######## bus_regfile ########
Fig. 1: bus_regfile, cells colored by class
Scale bar: 20 um.
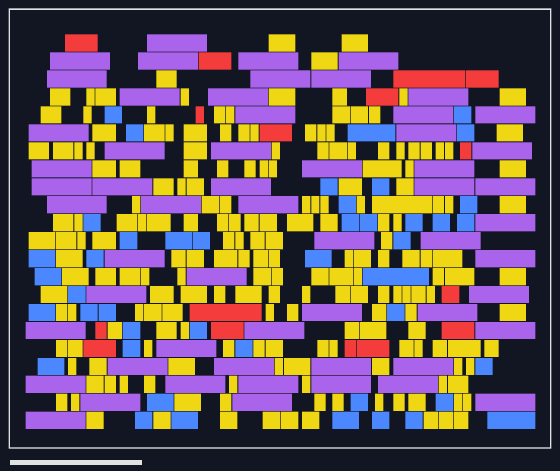

===== config.mk =====
export PLATFORM = sky130hd
export DESIGN_NAME = bus_regfile
export DESIGN_NICKNAME = d
export VERILOG_FILES = /design/src/rtl/busreg_pkg.sv /design/src/rtl/busreg_cell.sv /design/src/rtl/bus_regfile.sv
export SDC_FILE = /design/constraint.sdc
export NUM_CORES = 1
export LEC_CHECK = 0
export ABC_CLOCK_PERIOD_IN_PS = 2180
export CAP_MARGIN = 20
export CORE_ASPECT_RATIO = 0.8
export CORE_MARGIN = 2
export CORE_UTILIZATION = 56
export CTS_CLUSTER_SIZE = 16
export DETAILED_ROUTE_END_ITERATION = 7
export DONT_BUFFER_PORTS = 1
export PLACE_DENSITY = 0.74
export SLEW_MARGIN = 20
export SYNTH_ARGS = -nofsm -noshare
export SYNTH_HDL_FRONTEND = slang
export SYNTH_SLANG_ARGS = --single-unit

===== constraint.sdc =====
create_clock -name clk -period 2.18 [get_ports clk]
set_input_delay 0.654 -clock clk [delete_from_list [all_inputs] [get_ports clk]]
set_output_delay 0.654 -clock clk [all_outputs]
set_load 0.03 [all_outputs]

===== src/rtl/busreg_pkg.sv =====
// Shared encodings for the bus register file: command opcodes, FSM states and SWAP phases.
package busreg_pkg;

  localparam logic [1:0] OP_LOAD = 2'b00;
  localparam logic [1:0] OP_MOVE = 2'b01;
  localparam logic [1:0] OP_READ = 2'b10;
  localparam logic [1:0] OP_SWAP = 2'b11;

  typedef enum logic [1:0] {
    ST_IDLE = 2'd0,
    ST_XFER = 2'd1,
    ST_RESP = 2'd2
  } state_t;

  localparam logic [1:0] PH_TEMP = 2'd0;
  localparam logic [1:0] PH_SRC  = 2'd1;
  localparam logic [1:0] PH_DST  = 2'd2;

endpackage


===== src/rtl/busreg_cell.sv =====
// One WIDTH-bit storage register with load enable and async active-low reset.
module busreg_cell
  import busreg_pkg::*;
#(
  parameter int WIDTH = 8
) (
  input  logic             clk,
  input  logic             rst,
  input  logic             en,
  input  logic [WIDTH-1:0] d,
  output logic [WIDTH-1:0] q
);

  always_ff @(posedge clk or negedge rst) begin
    if (!rst)    q <= '0;
    else if (en) q <= d;
  end

endmodule


===== src/rtl/bus_regfile.sv =====
// NUM_REGS x WIDTH register file sharing one muxed internal bus, driven by a cmd/rsp FSM.
// Define BUSREG_SWAP_EN to add the 3-transfer SWAP through a hidden temp register.
module bus_regfile
  import busreg_pkg::*;
#(
  parameter  int NUM_REGS = 4,
  parameter  int WIDTH    = 8,
  localparam int IDX_W    = $clog2(NUM_REGS)
) (
  input  logic             clk,
  input  logic             rst,
  input  logic             cmd_valid,
  output logic             cmd_ready,
  input  logic [1:0]       cmd_op,
  input  logic [IDX_W-1:0] cmd_src,
  input  logic [IDX_W-1:0] cmd_dst,
  input  logic [WIDTH-1:0] cmd_data,
  output logic             rsp_valid,
  output logic             rsp_err,
  output logic [WIDTH-1:0] rsp_data,
  output logic [WIDTH-1:0] bus,
  output logic             bus_valid
);

  state_t                         st, st_nxt;
  logic [1:0]                     op_q;
  logic [IDX_W-1:0]               src_q, dst_q;
  logic [WIDTH-1:0]               data_q, first_q, src_val, bus_val;
  logic                           err_q, legal, src_ok, dst_ok, accept;
  logic                           xfer_last, first_xfer;
  logic [NUM_REGS-1:0]            reg_we, dst_oh;
  logic [NUM_REGS-1:0][WIDTH-1:0] regs;

  // Every register loads from the bus; only the enable differs.
  for (genvar i = 0; i < NUM_REGS; i++) begin : g_reg
    busreg_cell #(.WIDTH(WIDTH)) u_cell (
      .clk (clk),
      .rst (rst),
      .en  (reg_we[i]),
      .d   (bus_val),
      .q   (regs[i])
    );
  end

  always_comb begin
    src_val = '0;
    dst_oh  = '0;
    for (int i = 0; i < NUM_REGS; i++) begin
      if (src_q == IDX_W'(i)) src_val = regs[i];
      dst_oh[i] = (dst_q == IDX_W'(i));
    end
  end

`ifdef BUSREG_SWAP_EN
  logic [1:0]          phase_q;
  logic                tmp_we;
  logic [WIDTH-1:0]    tmp_q, dst_val;
  logic [NUM_REGS-1:0] src_oh;

  busreg_cell #(.WIDTH(WIDTH)) u_tmp (
    .clk (clk),
    .rst (rst),
    .en  (tmp_we),
    .d   (bus_val),
    .q   (tmp_q)
  );

  always_comb begin
    dst_val = '0;
    src_oh  = '0;
    for (int i = 0; i < NUM_REGS; i++) begin
      if (dst_q == IDX_W'(i)) dst_val = regs[i];
      src_oh[i] = (src_q == IDX_W'(i));
    end
  end

  always_ff @(posedge clk or negedge rst) begin
    if (!rst)                             phase_q <= PH_TEMP;
    else if (accept)                      phase_q <= PH_TEMP;
    else if (st == ST_XFER && !xfer_last) phase_q <= phase_q + 2'd1;
  end
`endif

  // Only the indices an op actually uses are range-checked.
  always_comb begin
    src_ok = 32'(cmd_src) < 32'(NUM_REGS);
    dst_ok = 32'(cmd_dst) < 32'(NUM_REGS);
    legal  = 1'b0;
    case (cmd_op)
      OP_LOAD: legal = dst_ok;
      OP_MOVE: legal = src_ok && dst_ok;
      OP_READ: legal = src_ok;
      default: begin
`ifdef BUSREG_SWAP_EN
        legal = src_ok && dst_ok;
`else
        legal = 1'b0;
`endif
      end
    endcase
  end

  always_comb begin
    bus_val    = '0;
    reg_we     = '0;
    xfer_last  = 1'b1;
    first_xfer = 1'b1;
`ifdef BUSREG_SWAP_EN
    tmp_we     = 1'b0;
`endif
    if (st == ST_XFER) begin
      case (op_q)
        OP_LOAD: begin bus_val = data_q;  reg_we = dst_oh; end
        OP_MOVE: begin bus_val = src_val; reg_we = dst_oh; end
        OP_READ: bus_val = src_val;
        default: begin
`ifdef BUSREG_SWAP_EN
          first_xfer = (phase_q == PH_TEMP);
          xfer_last  = (phase_q == PH_DST);
          case (phase_q)
            PH_TEMP: begin bus_val = src_val; tmp_we = 1'b1;   end
            PH_SRC:  begin bus_val = dst_val; reg_we = src_oh; end
            default: begin bus_val = tmp_q;   reg_we = dst_oh; end
          endcase
`endif
        end
      endcase
    end
  end

  always_comb begin
    st_nxt = st;
    case (st)
      ST_IDLE: if (cmd_valid) st_nxt = legal ? ST_XFER : ST_RESP;
      ST_XFER: if (xfer_last) st_nxt = ST_RESP;
      default: st_nxt = ST_IDLE;
    endcase
  end

  assign cmd_ready = (st == ST_IDLE);
  assign accept    = cmd_valid && cmd_ready;
  assign bus_valid = (st == ST_XFER);
  assign bus       = bus_val;
  assign rsp_valid = (st == ST_RESP);
  assign rsp_err   = rsp_valid && err_q;
  assign rsp_data  = (rsp_valid && !err_q) ? first_q : '0;

  always_ff @(posedge clk or negedge rst) begin
    if (!rst) begin
      st      <= ST_IDLE;
      op_q    <= OP_LOAD;
      src_q   <= '0;
      dst_q   <= '0;
      data_q  <= '0;
      err_q   <= 1'b0;
      first_q <= '0;
    end else begin
      st <= st_nxt;
      if (accept) begin
        op_q   <= cmd_op;
        src_q  <= cmd_src;
        dst_q  <= cmd_dst;
        data_q <= cmd_data;
        err_q  <= !legal;
      end
      if (st == ST_XFER && first_xfer) first_q <= bus_val;
    end
  end

endmodule


######## ccsds_demodulator_flat ########
$ cat src/rtl/ccsds_demod_pkg.sv
// ---------------------------------------------------------------------------
// ccsds_demod_pkg
// Shared types and constants for the QPSK hard-decision demodulator.
//   demod_state_e : FSM states (IDLE, INTEGRATE, DUMP)
//   qpsk_sym_t    : decided 2-bit symbol {bI, bQ}
//   QPSK_AMPL     : nominal TX constellation amplitude
//   sat_soft()    : saturate a sign-extended, pre-shifted sum to SOFT_W bits
// ---------------------------------------------------------------------------
package ccsds_demod_pkg;

  localparam int DEF_MAX_SPS  = 16;
  localparam int DEF_SAMPLE_W = 13;
  localparam int SOFT_W       = 8;
  localparam int QPSK_AMPL    = 2**12 - 1;

  typedef enum logic [1:0] {
    IDLE      = 2'd0,
    INTEGRATE = 2'd1,
    DUMP      = 2'd2
  } demod_state_e;

  typedef logic [1:0] qpsk_sym_t;

  function automatic logic signed [SOFT_W-1:0] sat_soft(input logic signed [31:0] v);
    logic signed [31:0] hi;
    logic signed [31:0] lo;
    hi = (2**(SOFT_W-1)) - 1;
    lo = ~hi;
    if (v > hi)
      sat_soft = hi[SOFT_W-1:0];
    else if (v < lo)
      sat_soft = lo[SOFT_W-1:0];
    else
      sat_soft = v[SOFT_W-1:0];
  endfunction

endpackage

$ cat src/rtl/ccsds_demodulator_if.sv
// ---------------------------------------------------------------------------
// ccsds_demodulator_if
// Sample stream in, decided symbol out.
//   sample_valid, i_data, q_data : baseband sample stream (source -> demod)
//   bits, bits_valid, bits_ready : decided symbol valid/ready handshake
//   overflow                     : sticky dropped-symbol flag
// master = sample source / symbol sink, slave = demodulator.
// ---------------------------------------------------------------------------
interface ccsds_demodulator_if #(
  parameter int SAMPLE_W = 13
);
  import ccsds_demod_pkg::*;

  logic                       sample_valid;
  logic signed [SAMPLE_W-1:0] i_data;
  logic signed [SAMPLE_W-1:0] q_data;
  qpsk_sym_t                  bits;
  logic                       bits_valid;
  logic                       bits_ready;
  logic                       overflow;

  modport master (
    output sample_valid, i_data, q_data, bits_ready,
    input  bits, bits_valid, overflow
  );

  modport slave (
    input  sample_valid, i_data, q_data, bits_ready,
    output bits, bits_valid, overflow
  );

endinterface

$ cat src/rtl/ccsds_iq_integrator.sv
// ---------------------------------------------------------------------------
// ccsds_iq_integrator
// One signed integrate-and-dump channel.
//   clk_i, rst_i : clock, async active-high reset
//   clear_i      : discard running sum this cycle
//   add_i        : add sample_i (after any clear, so clear+add loads sample_i)
//   sample_i     : signed sample, SAMPLE_W bits
//   acc_o        : running sum, ACC_W bits
// ---------------------------------------------------------------------------
module ccsds_iq_integrator
  import ccsds_demod_pkg::*;
#(
  parameter int SAMPLE_W = DEF_SAMPLE_W,
  parameter int ACC_W    = DEF_SAMPLE_W + 4
) (
  input  logic                       clk_i,
  input  logic                       rst_i,
  input  logic                       clear_i,
  input  logic                       add_i,
  input  logic signed [SAMPLE_W-1:0] sample_i,
  output logic signed [ACC_W-1:0]    acc_o
);

  logic signed [ACC_W-1:0] acc_q;
  logic signed [ACC_W-1:0] acc_d;
  logic signed [ACC_W-1:0] sample_ext;
  logic signed [ACC_W-1:0] base;

  assign sample_ext = {{(ACC_W-SAMPLE_W){sample_i[SAMPLE_W-1]}}, sample_i};

  always_comb begin
    base  = clear_i ? '0 : acc_q;
    acc_d = add_i ? (base + sample_ext) : base;
  end

  always_ff @(posedge clk_i or posedge rst_i) begin
    if (rst_i) acc_q <= '0;
    else       acc_q <= acc_d;
  end

  assign acc_o = acc_q;

endmodule

$ cat src/rtl/ccsds_demodulator.sv
// ---------------------------------------------------------------------------
// ccsds_demodulator
// QPSK hard-decision demodulator: integrate-and-dump over samples_per_symbol_i
// samples, decide {sum_I<0, sum_Q<0}, present on a single-entry valid/ready
// output register.
//   clk_i                : system clock
//   rst_i                : async active-high reset
//   enable_i             : 0 flushes to IDLE (output register kept)
//   sync_i               : restart symbol integration
//   samples_per_symbol_i : samples per symbol, latched at symbol start
//   bus (slave)          : sample stream in, symbol handshake out, overflow
//   soft_i_o, soft_q_o   : saturated soft sums (CCSDS_DEMOD_SOFT_EN only)
// Optional feature macro: CCSDS_DEMOD_SOFT_EN
//
// state     | meaning
// IDLE      | disabled, accumulators held at zero, samples ignored
// INTEGRATE | accumulating samples of the current symbol
// DUMP      | accumulators hold a full symbol; decide this cycle, and a
//           | sample arriving now starts the next symbol
// ---------------------------------------------------------------------------
module ccsds_demodulator
  import ccsds_demod_pkg::*;
#(
  parameter int MAX_SPS  = DEF_MAX_SPS,
  parameter int SAMPLE_W = DEF_SAMPLE_W
) (
  input  logic                     clk_i,
  input  logic                     rst_i,
  input  logic                     enable_i,
  input  logic                     sync_i,
  input  logic [31:0]              samples_per_symbol_i,
  ccsds_demodulator_if.slave       bus
`ifdef CCSDS_DEMOD_SOFT_EN
  ,
  output logic signed [SOFT_W-1:0] soft_i_o,
  output logic signed [SOFT_W-1:0] soft_q_o
`endif
);

  localparam int ACC_W = SAMPLE_W + $clog2(MAX_SPS);
  localparam int CNT_W = $clog2(MAX_SPS + 1);

  demod_state_e     state_q, state_d;
  logic [CNT_W-1:0] count_q, count_d;
  logic [CNT_W-1:0] sps_q, sps_d;
  logic [CNT_W-1:0] sps_new;
  logic [CNT_W-1:0] base_cnt;
  logic [CNT_W-1:0] base_sps;
  logic             acc_clear;
  logic             acc_add;
  logic             decide;

  logic signed [ACC_W-1:0] i_sum;
  logic signed [ACC_W-1:0] q_sum;

  qpsk_sym_t bits_q, bits_d;
  logic      bits_valid_q, bits_valid_d;
  logic      overflow_q, overflow_d;

  // Effective samples per symbol: 0 is treated as 1, large values clamp.
  always_comb begin
    if (samples_per_symbol_i == 32'd0)
      sps_new = CNT_W'(1);
    else if (samples_per_symbol_i > 32'(MAX_SPS))
      sps_new = CNT_W'(MAX_SPS);
    else
      sps_new = samples_per_symbol_i[CNT_W-1:0];
  end

  always_comb begin
    state_d   = state_q;
    count_d   = count_q;
    sps_d     = sps_q;
    base_cnt  = count_q;
    base_sps  = sps_q;
    acc_clear = 1'b0;
    acc_add   = 1'b0;
    decide    = 1'b0;
    case (state_q)
      IDLE: begin
        acc_clear = 1'b1;
        count_d   = '0;
        if (enable_i) begin
          state_d = INTEGRATE;
          sps_d   = sps_new;
        end
      end
      INTEGRATE, DUMP: begin
        // A completed symbol in DUMP is always decided, even if disabled now.
        decide = (state_q == DUMP);
        if (!enable_i) begin
          state_d   = IDLE;
          acc_clear = 1'b1;
          count_d   = '0;
        end else begin
          // DUMP and sync both start a fresh symbol this cycle; DUMP also
          // picks up any new samples-per-symbol value.
          if (state_q == DUMP) begin
            base_sps = sps_new;
            sps_d    = sps_new;
          end
          if ((state_q == DUMP) || sync_i)
            base_cnt = '0;
          acc_clear = (state_q == DUMP) || sync_i;
          state_d   = INTEGRATE;
          count_d   = base_cnt;
          if (bus.sample_valid) begin
            acc_add = 1'b1;
            if (base_cnt == (base_sps - CNT_W'(1))) begin
              state_d = DUMP;
              count_d = '0;
            end else begin
              count_d = base_cnt + CNT_W'(1);
            end
          end
        end
      end
      default: begin
        state_d   = IDLE;
        acc_clear = 1'b1;
        count_d   = '0;
      end
    endcase
  end

  always_ff @(posedge clk_i or posedge rst_i) begin
    if (rst_i) begin
      state_q <= IDLE;
      count_q <= '0;
      sps_q   <= CNT_W'(1);
    end else begin
      state_q <= state_d;
      count_q <= count_d;
      sps_q   <= sps_d;
    end
  end

  ccsds_iq_integrator #(.SAMPLE_W(SAMPLE_W), .ACC_W(ACC_W)) u_int_i (
    .clk_i    (clk_i),
    .rst_i    (rst_i),
    .clear_i  (acc_clear),
    .add_i    (acc_add),
    .sample_i (bus.i_data),
    .acc_o    (i_sum)
  );

  ccsds_iq_integrator #(.SAMPLE_W(SAMPLE_W), .ACC_W(ACC_W)) u_int_q (
    .clk_i    (clk_i),
    .rst_i    (rst_i),
    .clear_i  (acc_clear),
    .add_i    (acc_add),
    .sample_i (bus.q_data),
    .acc_o    (q_sum)
  );

`ifdef CCSDS_DEMOD_SOFT_EN
  localparam int SOFT_SHIFT = ACC_W - SOFT_W - 2;
  logic signed [SOFT_W-1:0] soft_i_q, soft_i_d;
  logic signed [SOFT_W-1:0] soft_q_q, soft_q_d;
  logic signed [31:0]       i_ext;
  logic signed [31:0]       q_ext;
`endif

  always_comb begin
    bits_d       = bits_q;
    bits_valid_d = bits_valid_q;
    overflow_d   = overflow_q;
`ifdef CCSDS_DEMOD_SOFT_EN
    soft_i_d = soft_i_q;
    soft_q_d = soft_q_q;
    i_ext    = 32'(i_sum);
    q_ext    = 32'(q_sum);
    i_ext    = i_ext >>> SOFT_SHIFT;
    q_ext    = q_ext >>> SOFT_SHIFT;
`endif
    if (decide) begin
      // Register free or being drained this cycle: reload; otherwise the
      // new symbol is lost and the old one stays put.
      if (!bits_valid_q || bus.bits_ready) begin
        bits_d       = {i_sum[ACC_W-1], q_sum[ACC_W-1]};
        bits_valid_d = 1'b1;
`ifdef CCSDS_DEMOD_SOFT_EN
        soft_i_d = sat_soft(i_ext);
        soft_q_d = sat_soft(q_ext);
`endif
      end else begin
        overflow_d = 1'b1;
      end
    end else if (bits_valid_q && bus.bits_ready) begin
      bits_valid_d = 1'b0;
    end
  end

  always_ff @(posedge clk_i or posedge rst_i) begin
    if (rst_i) begin
      bits_q       <= '0;
      bits_valid_q <= 1'b0;
      overflow_q   <= 1'b0;
`ifdef CCSDS_DEMOD_SOFT_EN
      soft_i_q     <= '0;
      soft_q_q     <= '0;
`endif
    end else begin
      bits_q       <= bits_d;
      bits_valid_q <= bits_valid_d;
      overflow_q   <= overflow_d;
`ifdef CCSDS_DEMOD_SOFT_EN
      soft_i_q     <= soft_i_d;
      soft_q_q     <= soft_q_d;
`endif
    end
  end

  assign bus.bits       = bits_q;
  assign bus.bits_valid = bits_valid_q;
  assign bus.overflow   = overflow_q;

`ifdef CCSDS_DEMOD_SOFT_EN
  assign soft_i_o = soft_i_q;
  assign soft_q_o = soft_q_q;
`endif

endmodule

$ cat src/flat_wrapper.sv
// flat-port wrapper written by rule: the top's interface ports become plain ports
module ccsds_demodulator_flat import ccsds_demod_pkg::*;
#(
  parameter int MAX_SPS  = DEF_MAX_SPS,
  parameter int SAMPLE_W = DEF_SAMPLE_W
)
  (clk_i, rst_i, enable_i, sync_i, samples_per_symbol_i, bus_sample_valid, bus_i_data, bus_q_data, bus_bits_ready, bus_bits, bus_bits_valid, bus_overflow);
  ccsds_demodulator_if #(.SAMPLE_W(SAMPLE_W)) bus_i ();
  input  logic clk_i;
  input  logic rst_i;
  input  logic enable_i;
  input  logic sync_i;
  input  logic [31:0] samples_per_symbol_i;
  input wire logic [$bits(bus_i.sample_valid)-1:0] bus_sample_valid;
  input wire logic [$bits(bus_i.i_data)-1:0] bus_i_data;
  input wire logic [$bits(bus_i.q_data)-1:0] bus_q_data;
  input wire logic [$bits(bus_i.bits_ready)-1:0] bus_bits_ready;
  output wire logic [$bits(bus_i.bits)-1:0] bus_bits;
  output wire logic [$bits(bus_i.bits_valid)-1:0] bus_bits_valid;
  output wire logic [$bits(bus_i.overflow)-1:0] bus_overflow;
  assign bus_i.sample_valid = bus_sample_valid;
  assign bus_i.i_data = bus_i_data;
  assign bus_i.q_data = bus_q_data;
  assign bus_i.bits_ready = bus_bits_ready;
  assign bus_bits = bus_i.bits;
  assign bus_bits_valid = bus_i.bits_valid;
  assign bus_overflow = bus_i.overflow;
  ccsds_demodulator #(.MAX_SPS(MAX_SPS), .SAMPLE_W(SAMPLE_W)) u_core (.clk_i(clk_i), .rst_i(rst_i), .enable_i(enable_i), .sync_i(sync_i), .samples_per_symbol_i(samples_per_symbol_i), .bus(bus_i));
endmodule
$ cat config.mk
export PLATFORM = sky130hd
export DESIGN_NAME = ccsds_demodulator_flat
export DESIGN_NICKNAME = d
export VERILOG_FILES = /design/src/rtl/ccsds_demod_pkg.sv /design/src/rtl/ccsds_demodulator_if.sv /design/src/rtl/ccsds_iq_integrator.sv /design/src/rtl/ccsds_demodulator.sv /design/src/flat_wrapper.sv
export SDC_FILE = /design/constraint.sdc
export NUM_CORES = 1
export LEC_CHECK = 0
export CAP_MARGIN = 20
export CORE_MARGIN = 2
export CORE_UTILIZATION = 59
export CTS_CLUSTER_DIAMETER = 100
export CTS_CLUSTER_SIZE = 16
export DETAILED_ROUTE_END_ITERATION = 8
export GPL_TIMING_DRIVEN = 0
export HOLD_SLACK_MARGIN = 0.15
export PLACE_DENSITY = 0.86
export SYNTH_ARGS = -nofsm -noshare
export SYNTH_HDL_FRONTEND = slang
export SYNTH_HIERARCHICAL = 1
export SYNTH_SLANG_ARGS = --single-unit
$ cat constraint.sdc
create_clock -name clk_i -period 6.8 [get_ports clk_i]
set_clock_uncertainty 0.05 [all_clocks]
set_input_delay 1.36 -clock clk_i [delete_from_list [all_inputs] [get_ports clk_i]]
set_output_delay 1.36 -clock clk_i [all_outputs]
set_load 0.05 [all_outputs]
######## ticket_vendor_fsm ########
`src/rtl/ticket_vendor_fsm_pkg.sv`:
```
// Shared definitions for the ticket vendor: FSM states, coin codes and coin values.
package ticket_vendor_fsm_pkg;

  typedef enum logic [1:0] {
    S_IDLE,
    S_COLLECT,
    S_VEND,
    S_CHANGE
  } state_t;

  typedef enum logic [1:0] {
    COIN_NONE = 2'b00,
    COIN_1    = 2'b01,
    COIN_5    = 2'b10,
    COIN_10   = 2'b11
  } coin_t;

  localparam int unsigned VAL_1  = 1;
  localparam int unsigned VAL_5  = 5;
  localparam int unsigned VAL_10 = 10;

  function automatic logic [3:0] coin_value(input coin_t c);
    case (c)
      COIN_1:  return 4'(VAL_1);
      COIN_5:  return 4'(VAL_5);
      COIN_10: return 4'(VAL_10);
      default: return '0;
    endcase
  endfunction

endpackage

```
`src/rtl/ticket_vendor_fsm_change_dispenser.sv`:
```
// Greedy change selector: picks the largest coin not exceeding the remaining amount.
module change_dispenser
  import ticket_vendor_fsm_pkg::*;
#(
  parameter int unsigned AMT_W = 8
) (
  input  logic [AMT_W-1:0] remaining,
  output logic [1:0]       chg_type,
  output logic [AMT_W-1:0] dec
);

  always_comb begin
    chg_type = COIN_NONE;
    dec      = '0;
    if (remaining >= AMT_W'(VAL_10)) begin
      chg_type = COIN_10;
      dec      = AMT_W'(VAL_10);
    end else if (remaining >= AMT_W'(VAL_5)) begin
      chg_type = COIN_5;
      dec      = AMT_W'(VAL_5);
    end else if (remaining != '0) begin
      chg_type = COIN_1;
      dec      = AMT_W'(VAL_1);
    end
  end

endmodule

```
`src/rtl/ticket_vendor_fsm.sv`:
```
// Clocked ticket-vending controller: request, coin collection, ticket dispense, greedy change.
// Optional refund path enabled by defining SELLER_CANCEL_EN (adds the cancel port).
module ticket_vendor_fsm
  import ticket_vendor_fsm_pkg::*;
#(
  parameter int unsigned TICKET_PRICE = 3,
  parameter int unsigned MAX_TICKETS  = 10,
  parameter int unsigned TKT_W        = 4,
  parameter int unsigned AMT_W        = 8
) (
  input  logic             clk,
  input  logic             rst,
  input  logic             req_valid,
  input  logic [TKT_W-1:0] req_tickets,
  output logic             req_ready,
  input  logic             coin_valid,
  input  logic [1:0]       coin_type,
`ifdef SELLER_CANCEL_EN
  input  logic             cancel,
`endif
  output logic             tkt_out,
  output logic             chg_out,
  output logic [1:0]       chg_type,
  output logic             coin_rej,
  output logic             err,
  output logic             done,
  output logic [AMT_W-1:0] paid,
  output logic             busy
);

  if (MAX_TICKETS * TICKET_PRICE + 9 >= 2 ** AMT_W) begin : g_bad_params
    $error("ticket_vendor_fsm: AMT_W too narrow for MAX_TICKETS*TICKET_PRICE+9");
  end

  localparam logic [TKT_W-1:0] MAX_T = TKT_W'(MAX_TICKETS);
  localparam logic [TKT_W-1:0] ONE_T = TKT_W'(1);

  state_t           state_q, state_n;
  logic [TKT_W-1:0] n_q, n_n, tkt_left_q, tkt_left_n;
  logic [AMT_W-1:0] due_q, due_n, change_q, change_n, paid_n;
  logic [AMT_W-1:0] coin_val, paid_add, chg_src, disp_dec;
  logic [1:0]       disp_type, chg_type_n;
  logic             tkt_out_n, chg_out_n, coin_rej_n, err_n, done_n;
  logic             do_chg, go_idle, legal;

  assign coin_val = coin_valid ? AMT_W'(coin_value(coin_t'(coin_type))) : '0;
  assign paid_add = paid + coin_val;
  assign legal    = (req_tickets != '0) && (req_tickets <= MAX_T);
  // A cancel refunds the running total including this cycle's coin; otherwise draw on stored change.
  assign chg_src  = (state_q == S_COLLECT) ? paid_add : change_q;

  change_dispenser #(.AMT_W(AMT_W)) u_disp (
    .remaining (chg_src),
    .chg_type  (disp_type),
    .dec       (disp_dec)
  );

  // Outputs are computed one cycle ahead so that each registered pulse lands in the
  // cycle it belongs to, with done coinciding with the last ticket or change coin.
  always_comb begin
    state_n    = state_q;
    n_n        = n_q;
    tkt_left_n = tkt_left_q;
    due_n      = due_q;
    paid_n     = paid;
    change_n   = change_q;
    tkt_out_n  = 1'b0;
    chg_out_n  = 1'b0;
    chg_type_n = COIN_NONE;
    coin_rej_n = 1'b0;
    err_n      = 1'b0;
    done_n     = 1'b0;
    do_chg     = 1'b0;
    go_idle    = 1'b0;
    unique case (state_q)
      S_IDLE: begin
        coin_rej_n = coin_valid;
        if (req_valid && req_ready) begin
          if (!legal) begin
            err_n = 1'b1;
          end else begin
            n_n     = req_tickets;
            due_n   = AMT_W'(req_tickets) * AMT_W'(TICKET_PRICE);
            paid_n  = '0;
            state_n = S_COLLECT;
          end
        end
      end
      S_COLLECT: begin
        paid_n = paid_add;
`ifdef SELLER_CANCEL_EN
        if (cancel) begin
          if (paid_add == '0) begin
            go_idle = 1'b1;
            done_n  = 1'b1;
          end else begin
            do_chg = 1'b1;
          end
        end else
`endif
        if (paid_add >= due_q) begin
          state_n    = S_VEND;
          tkt_out_n  = 1'b1;
          tkt_left_n = n_q - ONE_T;
          change_n   = paid_add - due_q;
          done_n     = (n_q == ONE_T) && (paid_add == due_q);
        end
      end
      S_VEND: begin
        coin_rej_n = coin_valid;
        if (tkt_left_q != '0) begin
          tkt_out_n  = 1'b1;
          tkt_left_n = tkt_left_q - ONE_T;
          done_n     = (tkt_left_q == ONE_T) && (change_q == '0);
        end else if (change_q == '0) begin
          go_idle = 1'b1;
        end else begin
          do_chg = 1'b1;
        end
      end
      S_CHANGE: begin
        coin_rej_n = coin_valid;
        if (change_q == '0) go_idle = 1'b1;
        else                do_chg  = 1'b1;
      end
      default: go_idle = 1'b1;
    endcase
    if (do_chg) begin
      state_n    = S_CHANGE;
      chg_out_n  = 1'b1;
      chg_type_n = disp_type;
      change_n   = chg_src - disp_dec;
      done_n     = (chg_src == disp_dec);
    end
    if (go_idle) begin
      state_n  = S_IDLE;
      paid_n   = '0;
      change_n = '0;
    end
  end

  always_ff @(posedge clk) begin
    if (rst) begin
      state_q    <= S_IDLE;
      n_q        <= '0;
      tkt_left_q <= '0;
      due_q      <= '0;
      change_q   <= '0;
      paid       <= '0;
      tkt_out    <= 1'b0;
      chg_out    <= 1'b0;
      chg_type   <= '0;
      coin_rej   <= 1'b0;
      err        <= 1'b0;
      done       <= 1'b0;
      busy       <= 1'b0;
      req_ready  <= 1'b1;
    end else begin
      state_q    <= state_n;
      n_q        <= n_n;
      tkt_left_q <= tkt_left_n;
      due_q      <= due_n;
      change_q   <= change_n;
      paid       <= paid_n;
      tkt_out    <= tkt_out_n;
      chg_out    <= chg_out_n;
      chg_type   <= chg_type_n;
      coin_rej   <= coin_rej_n;
      err        <= err_n;
      done       <= done_n;
      busy       <= (state_n != S_IDLE);
      req_ready  <= (state_n == S_IDLE);
    end
  end

endmodule

```
`config.mk`:
```
export PLATFORM = sky130hd
export DESIGN_NAME = ticket_vendor_fsm
export DESIGN_NICKNAME = d
export VERILOG_FILES = /design/src/rtl/ticket_vendor_fsm_pkg.sv /design/src/rtl/ticket_vendor_fsm_change_dispenser.sv /design/src/rtl/ticket_vendor_fsm.sv
export SDC_FILE = /design/constraint.sdc
export NUM_CORES = 1
export LEC_CHECK = 0
export ABC_AREA = 1
export CORE_MARGIN = 8
export CORE_UTILIZATION = 65
export CTS_BUF_LIST = sky130_fd_sc_hd__clkbuf_4 sky130_fd_sc_hd__clkbuf_8
export DETAILED_ROUTE_END_ITERATION = 16
export PLACE_DENSITY = 0.88
export RECOVER_POWER = 25
export SLEW_MARGIN = 20
export SYNTH_ARGS = -nofsm -noshare
export SYNTH_HDL_FRONTEND = slang
export SYNTH_HIERARCHICAL = 1
export SYNTH_SLANG_ARGS = --single-unit
```
`constraint.sdc`:
```
create_clock -name clk -period 7.4 [get_ports clk]
set_clock_uncertainty 0.2 [all_clocks]
set_input_delay 1.48 -clock clk [delete_from_list [all_inputs] [get_ports clk]]
set_output_delay 1.48 -clock clk [all_outputs]
set_load 0.05 [all_outputs]
```

==> layout pictures side by side <==
Supply network.
Scale bar: 20 um. Pins as bars on the die edge.
shot_01.png
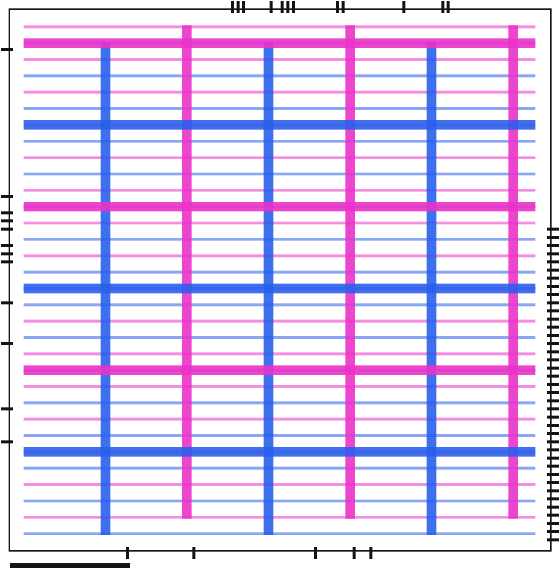
shot_02.png
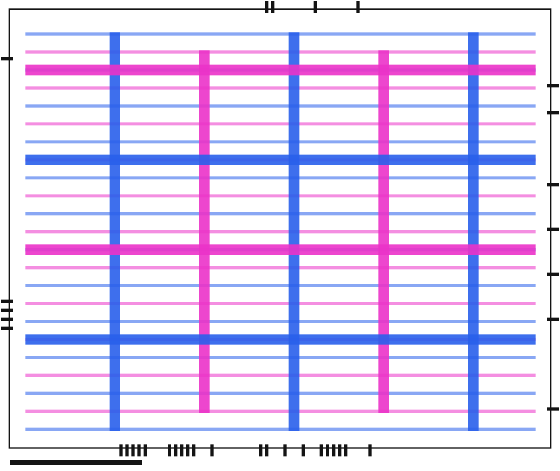
shot_03.png
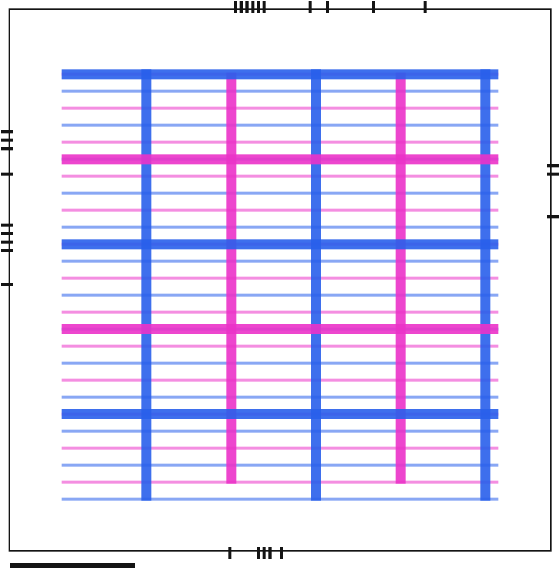
| from | picture |
|---|---|
| ticket_vendor_fsm | shot_03.png |
| ccsds_demodulator_flat | shot_01.png |
| bus_regfile | shot_02.png |
- fewest pins: shot_03.png
- smallest die: shot_02.png

Key to shot_01.png:
VDD: marked magenta. VSS: marked blue.
32 met1 rails follow the rows. 6 straps on met4.

Fig. 2: bus_regfile, clock wires, drivers and flops
Scale bar: 20 um.
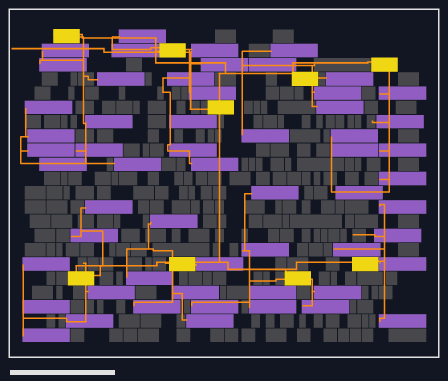
flip-flops: marked purple, count 57. clock wires: marked orange, length 672 um. cells driving clock nets: marked yellow, count 9.
Position of the flops: widely spread. There are 10 routed clock nets.
clk pwr: 1040 uW
Clock power frac: 0.266

About Fig. 1:
other buffers and delay cells: marked blue, cells 44, share of their area 12%. flip-flops: marked purple, cells 57, share of their area 42%. clock drivers and dummy loads: marked red, cells 16, share of their area 6.2%. all other logic: marked yellow, cells 200, share of their area 39%.
Final Util: 0.744
Core Box Area: 4620 um2

==> flow_summary.json, bus_regfile <==
{
  "drive_gt1_frac": 0.388,
  "crit_start": "op_q[1]",
  "ir_drop_v": 0.000770,
  "timing_worst_setup_path_type": "register to output pin",
  "pre_cts_slack_ns": -0.0593,
  "clk_transition_reported_paths_ns": 0.06,
  "period_used_share": 1.15,
  "finalCriticalPeriod_ns": 2.51,
  "fin_ws_ns": -0.326,
  "rows": 22,
  "nWellTaps": 60,
  "simple_gate_share": 0.168,
  "arrival_ns": 1.85,
  "n_all_inverters": 5,
  "nNetsFinal": 332,
  "cts-resized-gates": 20,
  "compound_area_frac": 0.173,
  "seq_power_uw": 1430,
  "r2r_slack_ns": 0.17,
  "gr-total-overflow": 0,
  "cts-root-buf": "clkbuf_8",
  "synthArstFlopShare": 1.00,
  "setup_viol": 8,
  "p_sw_uw": 1400,
  "cp.required_ns": 1.53,
  "seq_cell_count": 57,
  "mux_share": 0.0753,
  "synth-edff-count": 0,
  "dr_total_vias": 2162,
  "violations": "setup timing",
  "hpwl_um": 4990,
  "status": "finished, violations left",
  "setup_tns_ns": -2.47,
  "crit_fanout": 6,
  "postCtsSetupBuffers": 1,
  "crit_end": "bus[2]",
  "cts_tree": "yes",
  "p_comb_frac": 0.368,
  "drc": 0,
  "syn-cell-area_um2": 2710,
  "portBuffers": 0,
  "swShare": 0.357,
  "synth_flop_count": 57,
  "post-synth-top-area-fraction": 0.527,
  "finalMaxSlewViolations": 0,
  "syn_avg_cell_area_um2": 9.81,
  "comb-power_uw": 1440
}
## bus_regfile: per-layer routing
metal | global-route usage | part of all wire | routed length (um)
met2 | 0.439 | 0.47 | 3310
met4 | 0.0833 | 0.012 | 84
met5 | 0 | 0 | 0
met3 | 0.109 | 0.10 | 704
met1 | 0.420 | 0.42 | 2960
## bus_regfile: worst max-delay path, cell delays in order, from the launching register on
cell     delay [ns]
dfrtp_1        0.37
inv_2          0.07
ha_4           0.27
a21bo_4        0.23
buf_4          0.17
nand2_1        0.08
nand2_2        0.08
nor2_4         0.10
buf_6          0.14
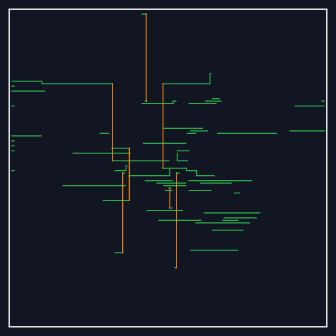
Fig. 3. Routed metal, one color a layer (ticket_vendor_fsm).
Only two layers are drawn.
met3: marked green, wire length 402 um. met4: marked orange, wire length 135 um.
All-Layer GR Usage: 0.207
drt wl/cell: 13.6 um
final wirelength: 7510 um
DR vias: 3043

==> flow_summary.json, ticket_vendor_fsm <==
{
  "status": "complete, no violations",
  "first_global_vias": 2815,
  "wirelength_met1_um": 3290,
  "cts-root-buf": "clkbuf_8",
  "hold_class": "register to register",
  "clockBufferDepth": 2,
  "hp-start": "change_q[1]",
  "placed_cells": 543,
  "slowest_stage": "clkdlybuf4s50_1",
  "syn-cell-area_um2": 3230,
  "period_used_share": 0.751,
  "ir_drop_v": 0.000225,
  "nNetsFinal": 533,
  "max_stage_delay_ns": 0.48,
  "postRouteAntennaNets": 0,
  "die_y_um": 86.5,
  "yosysWarnings": 6,
  "post-synth-top-area-fraction": 0.248,
  "synth-edff-count": 0,
  "pwr-share-clk": 0.153,
  "areaGrowthSynthToFinish_pct": 11.8,
  "fillerInstances": 359,
  "drt_iter0_drc": 287,
  "cts_buffers": 5,
  "tightest_slew_ns": 0.872,
  "worstSetupEndpointType": "register",
  "swShare": 0.495,
  "p_leak_uw": 0.00174,
  "gr-total-overflow": 0,
  "slew_headroom": 0.419,
  "fin_ws_ns": 1.84,
  "grt_max_degree": 24,
  "finalCriticalPeriod_ns": 5.56,
  "warnings": 38,
  "core_um2": 4750,
  "grt_pass1_wl_um": 12800,
  "synth.logic.top_family": "simple AND/OR/NAND/NOR gates",
  "top_area_cell": "dfxtp_1",
  "r2r_slack_ns": 3.32,
  "reg_top3": "change_q (8), paid (8), due_q (5)",
  "postCtsHoldBufs": 0,
  "cts-resized-gates": 0,
  "timing_worst_setup_path_type": "primary input to register",
  "max_freq_mhz": 180,
  "ys_sh_adder": 0.164,
  "p_per_area_nw_per_um2": 347,
  "crit_fanout": 5,
  "top_cell": "nand2_1",
  "viasPerCell": 5.52,
  "min_delay_path_depth": 2,
  "antenna_found_initial": 0,
  "r2r-end": "change_q[6]",
  "p_sw_uw": 619,
  "yosysCellCount": 461,
  "internal_power_uw": 631,
  "setup_viol": 0,
  "crit_end": "change_q[6]",
  "cts_sinks": 40,
  "portBuffers": 26,
  "rsz0062_at_grt": "no"
}
==> ticket_vendor_fsm: layout make-up <==
cell class                      count  area (um2)  share of cell area
Multi-Input combinational cell    331        2050               0.568
Sequential cell                    40         801               0.222
Inverter                           79         297              0.0822
Timing Repair Buffer               26         260              0.0721
Tap cell                           67        83.8              0.0232
Clock buffer                        5        68.8              0.0191
Clock inverter                      3        47.5              0.0132
==> ticket_vendor_fsm: power by group through the flow <==
stage	clock, uW	sequential (uW)	combinational (uW)
finish	191	285	774
detailed placement	0	289	753
floorplan	0	312	580
global route	200	290	859
global placement	0	288	735
CTS	189	285	761
Fig. 4: ccsds_demodulator_flat, clock wires, drivers and flops
Scale bar: 20 um.
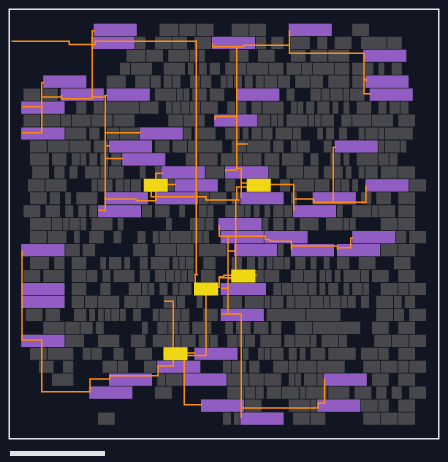
cells driving clock nets: marked yellow, count 5. flip-flops: marked purple, count 50. clock wires: marked orange, length 630 um.
There are 6 routed clock nets. Position of the flops: widely spread.
clk pwr: 181 uW
clk latency late pin: 0.30 ns
Clock power frac: 0.233

Fig. 5: ccsds_demodulator_flat, cell outlines without signal wires
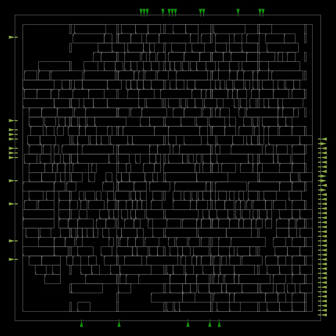
Core Box Area: 7180 um2
# fillers: 537
num rows: 31
Layout Cells excl Fill: 649
flop share of the area: 0.239

==> flow_summary.json, ccsds_demodulator_flat <==
{
  "status": "complete, no violations",
  "period_used_share": 0.738,
  "topCellsByArea": "dfrtp_1, ha_1, mux2_2, nor2b_1, xnor2_1",
  "areaGrowthSynthToFinish_pct": 20.5,
  "finalHoldViolations": 0,
  "seq_area_um2": 1250,
  "hold_class": "register to register",
  "wirelength_met1_um": 4540,
  "cts_sinks": 50,
  "clk_transition_reported_paths_ns": 0.10,
  "p_per_area_nw_per_um2": 149,
  "hold_slack_ns": 0.432,
  "seq_power_uw": 340,
  "worstSetupEndpointType": "register",
  "crit_fanout": 20,
  "max_stage_delay_ns": 0.62,
  "yosysCellCount": 475,
  "finalCriticalPeriod_ns": 5.02,
  "routed_wl_um": 10200,
  "slowest_stage": "nand3_1",
  "p_seq_frac": 0.436,
  "syn-cell-area_um2": 4350,
  "fin_ws_ns": 1.78,
  "mux_share": 0.0869,
  "p_sw_uw": 247,
  "finalWeightedCongestion": 0.915
}
==> ccsds_demodulator_flat: worst paths after layout <==
check,cells after the start,to,start
hold / removal,1,u_core/bus.overflow,u_core/bus.overflow
hold reg to reg,1,u_core/bus.overflow,u_core/bus.overflow
setup reg to reg,13,u_core/u_int_i/acc_o[16],u_core/state_q[0]
min in group asynchronous,2,u_core/bus.bits[1],rst_i
max in group asynchronous,2,u_core/u_int_i/acc_o[0],rst_i
setup / recovery,12,u_core/u_int_i/acc_o[16],sync_i

######## hwpe_stream_tcdm_store_lane ########
File: config.mk
export PLATFORM = sky130hd
export DESIGN_NAME = hwpe_stream_tcdm_store_lane
export DESIGN_NICKNAME = d
export VERILOG_FILES = /design/src/rtl/hwpe_stream_tcdm_store_lane.sv
export SDC_FILE = /design/constraint.sdc
export NUM_CORES = 1
export LEC_CHECK = 0
export ABC_AREA = 1
export CAP_MARGIN = 15
export CORE_MARGIN = 1.5
export CORE_UTILIZATION = 25
export DETAILED_ROUTE_END_ITERATION = 8
export SLEW_MARGIN = 20
export SYNTH_ARGS = -nofsm -noshare
export SYNTH_HDL_FRONTEND = slang
export SYNTH_SLANG_ARGS = --single-unit
File: constraint.sdc
create_clock -name clk_i -period 2.8 [get_ports clk_i]
set_clock_uncertainty 0.15 [all_clocks]
set_input_delay 0.42 -clock clk_i [delete_from_list [all_inputs] [get_ports clk_i]]
set_output_delay 0.42 -clock clk_i [all_outputs]
set_load 0.005 [all_outputs]
File: src/rtl/hwpe_stream_tcdm_store_lane.sv
`default_nettype none
// ============================================================================
// Module      : hwpe_stream_tcdm_store_lane
// Description : Turns one 32-bit HWPE-Stream lane into TCDM write requests.
//               It has a strided address generator, a beat counter and its own
//               job state. done_o pulses once after the programmed number of
//               words has been written.
//               Optional macro HWPE_STREAM_TCDM_STORE_LANE_SKIP_EMPTY_STRB_EN:
//               when it is defined, beats with an all-zero strobe are consumed
//               without a TCDM request.
// Revision    : 1.0 - initial release
// ============================================================================
module hwpe_stream_tcdm_store_lane #(
  parameter int unsigned ADDR_WIDTH = 32,
  parameter int unsigned CNT_WIDTH  = 16
) (
  input  logic                  clk_i,
  input  logic                  rst_ni,
  input  logic                  clear_i,
  input  logic                  start_i,
  input  logic [ADDR_WIDTH-1:0] base_addr_i,
  input  logic [ADDR_WIDTH-1:0] stride_i,
  input  logic [CNT_WIDTH-1:0]  nb_words_i,
  output logic                  busy_o,
  output logic                  done_o,
  // push_i lane stream (sink)
  input  logic [31:0]           push_data_i,
  input  logic [3:0]            push_strb_i,
  input  logic                  push_valid_i,
  output logic                  push_ready_o,
  // tcdm master port
  output logic                  tcdm_req_o,
  input  logic                  tcdm_gnt_i,
  output logic [ADDR_WIDTH-1:0] tcdm_add_o,
  output logic                  tcdm_wen_o,
  output logic [3:0]            tcdm_be_o,
  output logic [31:0]           tcdm_data_o,
  input  logic [31:0]           tcdm_r_data_i,
  input  logic                  tcdm_r_valid_i
);

  typedef enum logic [1:0] {
    IDLE = 2'd0,
    RUN  = 2'd1,
    DONE = 2'd2
  } state_t;

  state_t                state_q, state_d;
  logic [ADDR_WIDTH-1:0] addr_q, addr_d;
  logic [ADDR_WIDTH-1:0] stride_q, stride_d;
  logic [CNT_WIDTH-1:0]  nb_q, nb_d;
  logic [CNT_WIDTH-1:0]  cnt_q, cnt_d;
  logic                  fire;

  // This is a store-only lane, so the read response channel is not used.
  logic unused_rsp;
  assign unused_rsp = ^{tcdm_r_data_i, tcdm_r_valid_i};

  // The data path passes straight through with no buffering, so beat order is preserved.
  assign tcdm_add_o  = addr_q;
  assign tcdm_wen_o  = 1'b0;
  assign tcdm_be_o   = push_strb_i;
  assign tcdm_data_o = push_data_i;

  // State register and job parameters. clear_i has the same effect as reset.
  always_ff @(posedge clk_i or negedge rst_ni) begin
    if (!rst_ni) begin
      state_q  <= IDLE;
      addr_q   <= '0;
      stride_q <= '0;
      nb_q     <= '0;
      cnt_q    <= '0;
    end else if (clear_i) begin
      state_q  <= IDLE;
      addr_q   <= '0;
      stride_q <= '0;
      nb_q     <= '0;
      cnt_q    <= '0;
    end else begin
      state_q  <= state_d;
      addr_q   <= addr_d;
      stride_q <= stride_d;
      nb_q     <= nb_d;
      cnt_q    <= cnt_d;
    end
  end

  // Next-state logic, handshake outputs and address/count advance.
  always_comb begin
    state_d      = state_q;
    addr_d       = addr_q;
    stride_d     = stride_q;
    nb_d         = nb_q;
    cnt_d        = cnt_q;
    busy_o       = (state_q != IDLE);
    done_o       = 1'b0;
    tcdm_req_o   = 1'b0;
    push_ready_o = 1'b0;
    fire         = 1'b0;

    case (state_q)
      IDLE: begin
        if (start_i) begin
          addr_d   = base_addr_i;
          stride_d = stride_i;
          nb_d     = nb_words_i;
          cnt_d    = '0;
          state_d  = (nb_words_i != '0) ? RUN : DONE;
        end
      end

      RUN: begin
`ifdef HWPE_STREAM_TCDM_STORE_LANE_SKIP_EMPTY_STRB_EN
        if (push_strb_i == 4'b0000) begin
          // An empty beat is consumed locally but still occupies its address slot.
          push_ready_o = 1'b1;
          fire         = push_valid_i;
        end else begin
          tcdm_req_o   = push_valid_i;
          push_ready_o = tcdm_gnt_i;
          fire         = push_valid_i & tcdm_gnt_i;
        end
`else
        tcdm_req_o   = push_valid_i;
        push_ready_o = tcdm_gnt_i;
        fire         = push_valid_i & tcdm_gnt_i;
`endif
        if (fire) begin
          addr_d = addr_q + stride_q;
          cnt_d  = cnt_q + CNT_WIDTH'(1);
          // nb_q is nonzero in RUN, so nb_q-1 does not underflow and cnt_q never wraps.
          if (cnt_q == nb_q - CNT_WIDTH'(1)) begin
            state_d = DONE;
          end
        end
      end

      DONE: begin
        done_o  = 1'b1;
        state_d = IDLE;
      end

      default: begin
        state_d = IDLE;
      end
    endcase
  end

endmodule
`default_nettype wire

Fig. 6: hwpe_stream_tcdm_store_lane, supply network
Scale bar: 50 um. Pins as bars on the die edge.
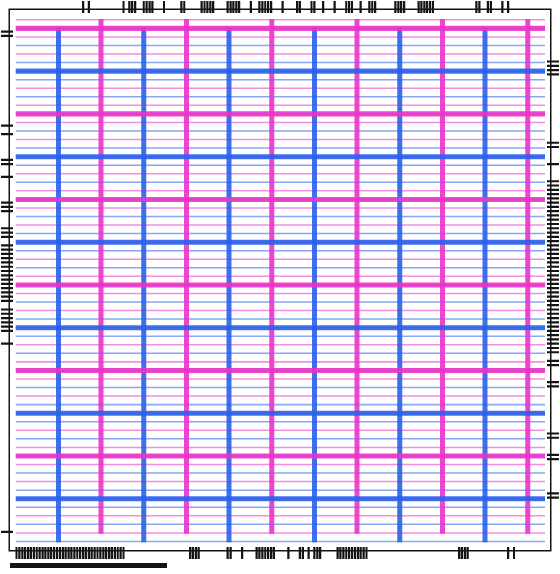
VSS: marked blue. VDD: marked magenta.
228 signal pins sit on the boundary. 12 straps on met5. The core has 61 rows. 12 straps on met4. 62 met1 rails follow the rows.
Die X-Extent: 172 um
Core Box Area: 27900 um2
VDD IR max: 0.000344 V

Fig. 7: hwpe_stream_tcdm_store_lane, cells colored by class
Scale bar: 50 um.
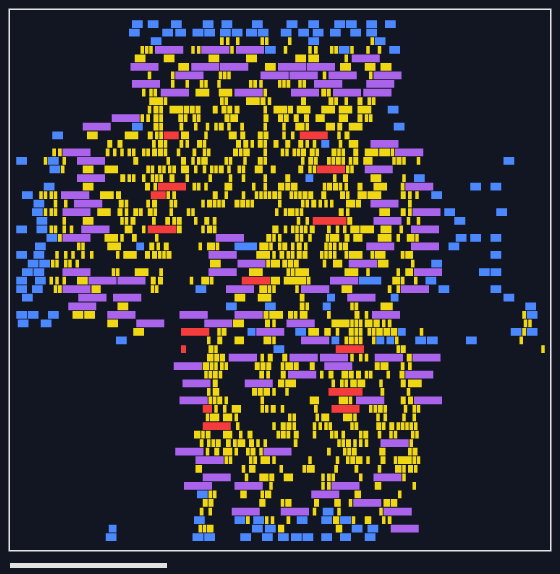
all other logic: marked yellow, cells 853, share of their area 51%. clock drivers and dummy loads: marked red, cells 15, share of their area 3.9%. flip-flops: marked purple, cells 98, share of their area 29%. other buffers and delay cells: marked blue, cells 135, share of their area 16%.
num rows: 61
flop share of the area: 0.276
Non-Filler Cell Area, Final: 8870 um2
Final Util: 0.318

==> flow_summary.json <==
{
  "max_stage_delay_ns": 0.40,
  "path_cells": "ha_1 > inv_1 > fa_1 > inv_1 > nand3_1 > nand2_1 > inv_1 > o21ai_1 > nand2_1 > nand2_1 > nand2_1 > nand3_1 > nand3_1 > nand2_1 > nand2_1",
  "total_power_uw": 7440,
  "synthArstFlopShare": 1.00,
  "cts-resized-gates": 0,
  "syn_avg_cell_area_um2": 7.02,
  "finalWeightedCongestion": 0.902,
  "wirelength_met1_um": 11100,
  "crit_fanout": 3,
  "p_sw_uw": 3310,
  "sh_comb_area": 0.438,
  "nNetsFinal": 1286,
  "timing_worst_setup_path_type": "register to register",
  "swShare": 0.444,
  "clk_share": 0.0368,
  "postRouteAntennaNets": 0,
  "r2r-start": "tcdm_add_o[0]",
  "drc": 0,
  "max_freq_mhz": 394,
  "yosysWarnings": 0,
  "crit_end": "tcdm_add_o[26]",
  "boundaryPins": 228,
  "mux_share": 0,
  "power_leader": "combinational logic",
  "buf_share": 0.151,
  "cpLargestDelayFamily": "simple AND/OR/NAND/NOR gates",
  "internal_power_uw": 4140,
  "seq_power_uw": 2100,
  "dr_total_vias": 6964,
  "grt_max_degree": 48,
  "compound_area_frac": 0.155,
  "first_global_vias": 6798,
  "comb-power_uw": 3930,
  "crit_start": "tcdm_add_o[0]",
  "hold_class": "register to register",
  "seq_area_um2": 2450,
  "ys_chip_area_um2": 7120,
  "cts-root-buf": "clkbuf_16",
  "p_leak_uw": 0.00413,
  "cts_buffers": 9,
  "cts_max_level": 3,
  "drv_cap": 0,
  "mostFrequentLayoutCell": "nand2_1",
  "routed_wl_um": 22400,
  "setup_tns_ns": 0,
  "cts_tree": "yes",
  "fp_util": 0.255,
  "die_area_um2": 29500,
  "clockBufferDepth": 2,
  "status": "complete, no violations",
  "r2r_slack_ns": 0.26,
  "ys.flop_type": "dfrtp_1",
  "finalMaxSlewViolations": 0,
  "buffers": 135,
  "period_used_share": 0.906,
  "clk_transition_reported_paths_ns": 0.07,
  "viasPerCell": 4.71,
  "post-synth-top-area-fraction": 0.344,
  "synthXorXnorAreaFrac": 0.0344
}
[per-stage QoR]
stage / setup WS (ns) / instances / hold WS, ns / util / cell area, um2
floorplan: 0.591 / 1015 / -0.0256 / - / 7120
global placement: 0.206 / 1463 / 0.329 / 0.305 / 8530
detailed placement: 0.171 / 1463 / 0.337 / 0.305 / 8530
CTS: 0.162 / 1479 / 0.355 / 0.318 / 8870
global route: 0.0389 / 1480 / 0.366 / 0.318 / 8870
finish: 0.262 / 1480 / 0.348 / 0.318 / 8870
[registers in the layout, indices dropped and copies added (netlist names)]
name,count
cnt_q,16
nb_q,16
state_q,2
stride_q,32
tcdm_add_o,32


==> layout pictures side by side <==
Routed metal, one color a layer.
Only two layers are drawn.
Plate I
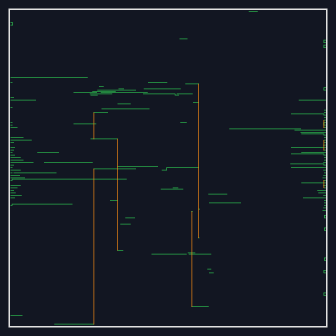
Plate II
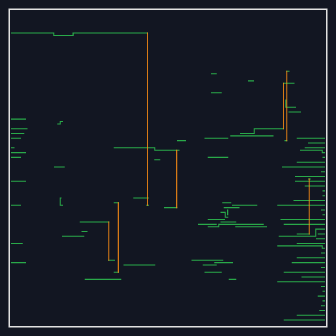
Plate III
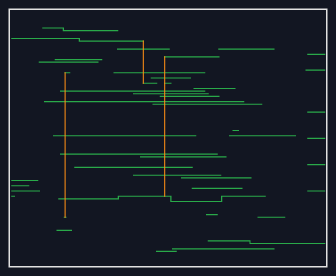
Of these, most wire: Plate I
Of these, least wire: Plate III
Plate II is ccsds_demodulator_flat.
Plate III is bus_regfile.
Plate I is hwpe_stream_tcdm_store_lane.

No activity file was given, so power comes from the tool's default toggle rates.
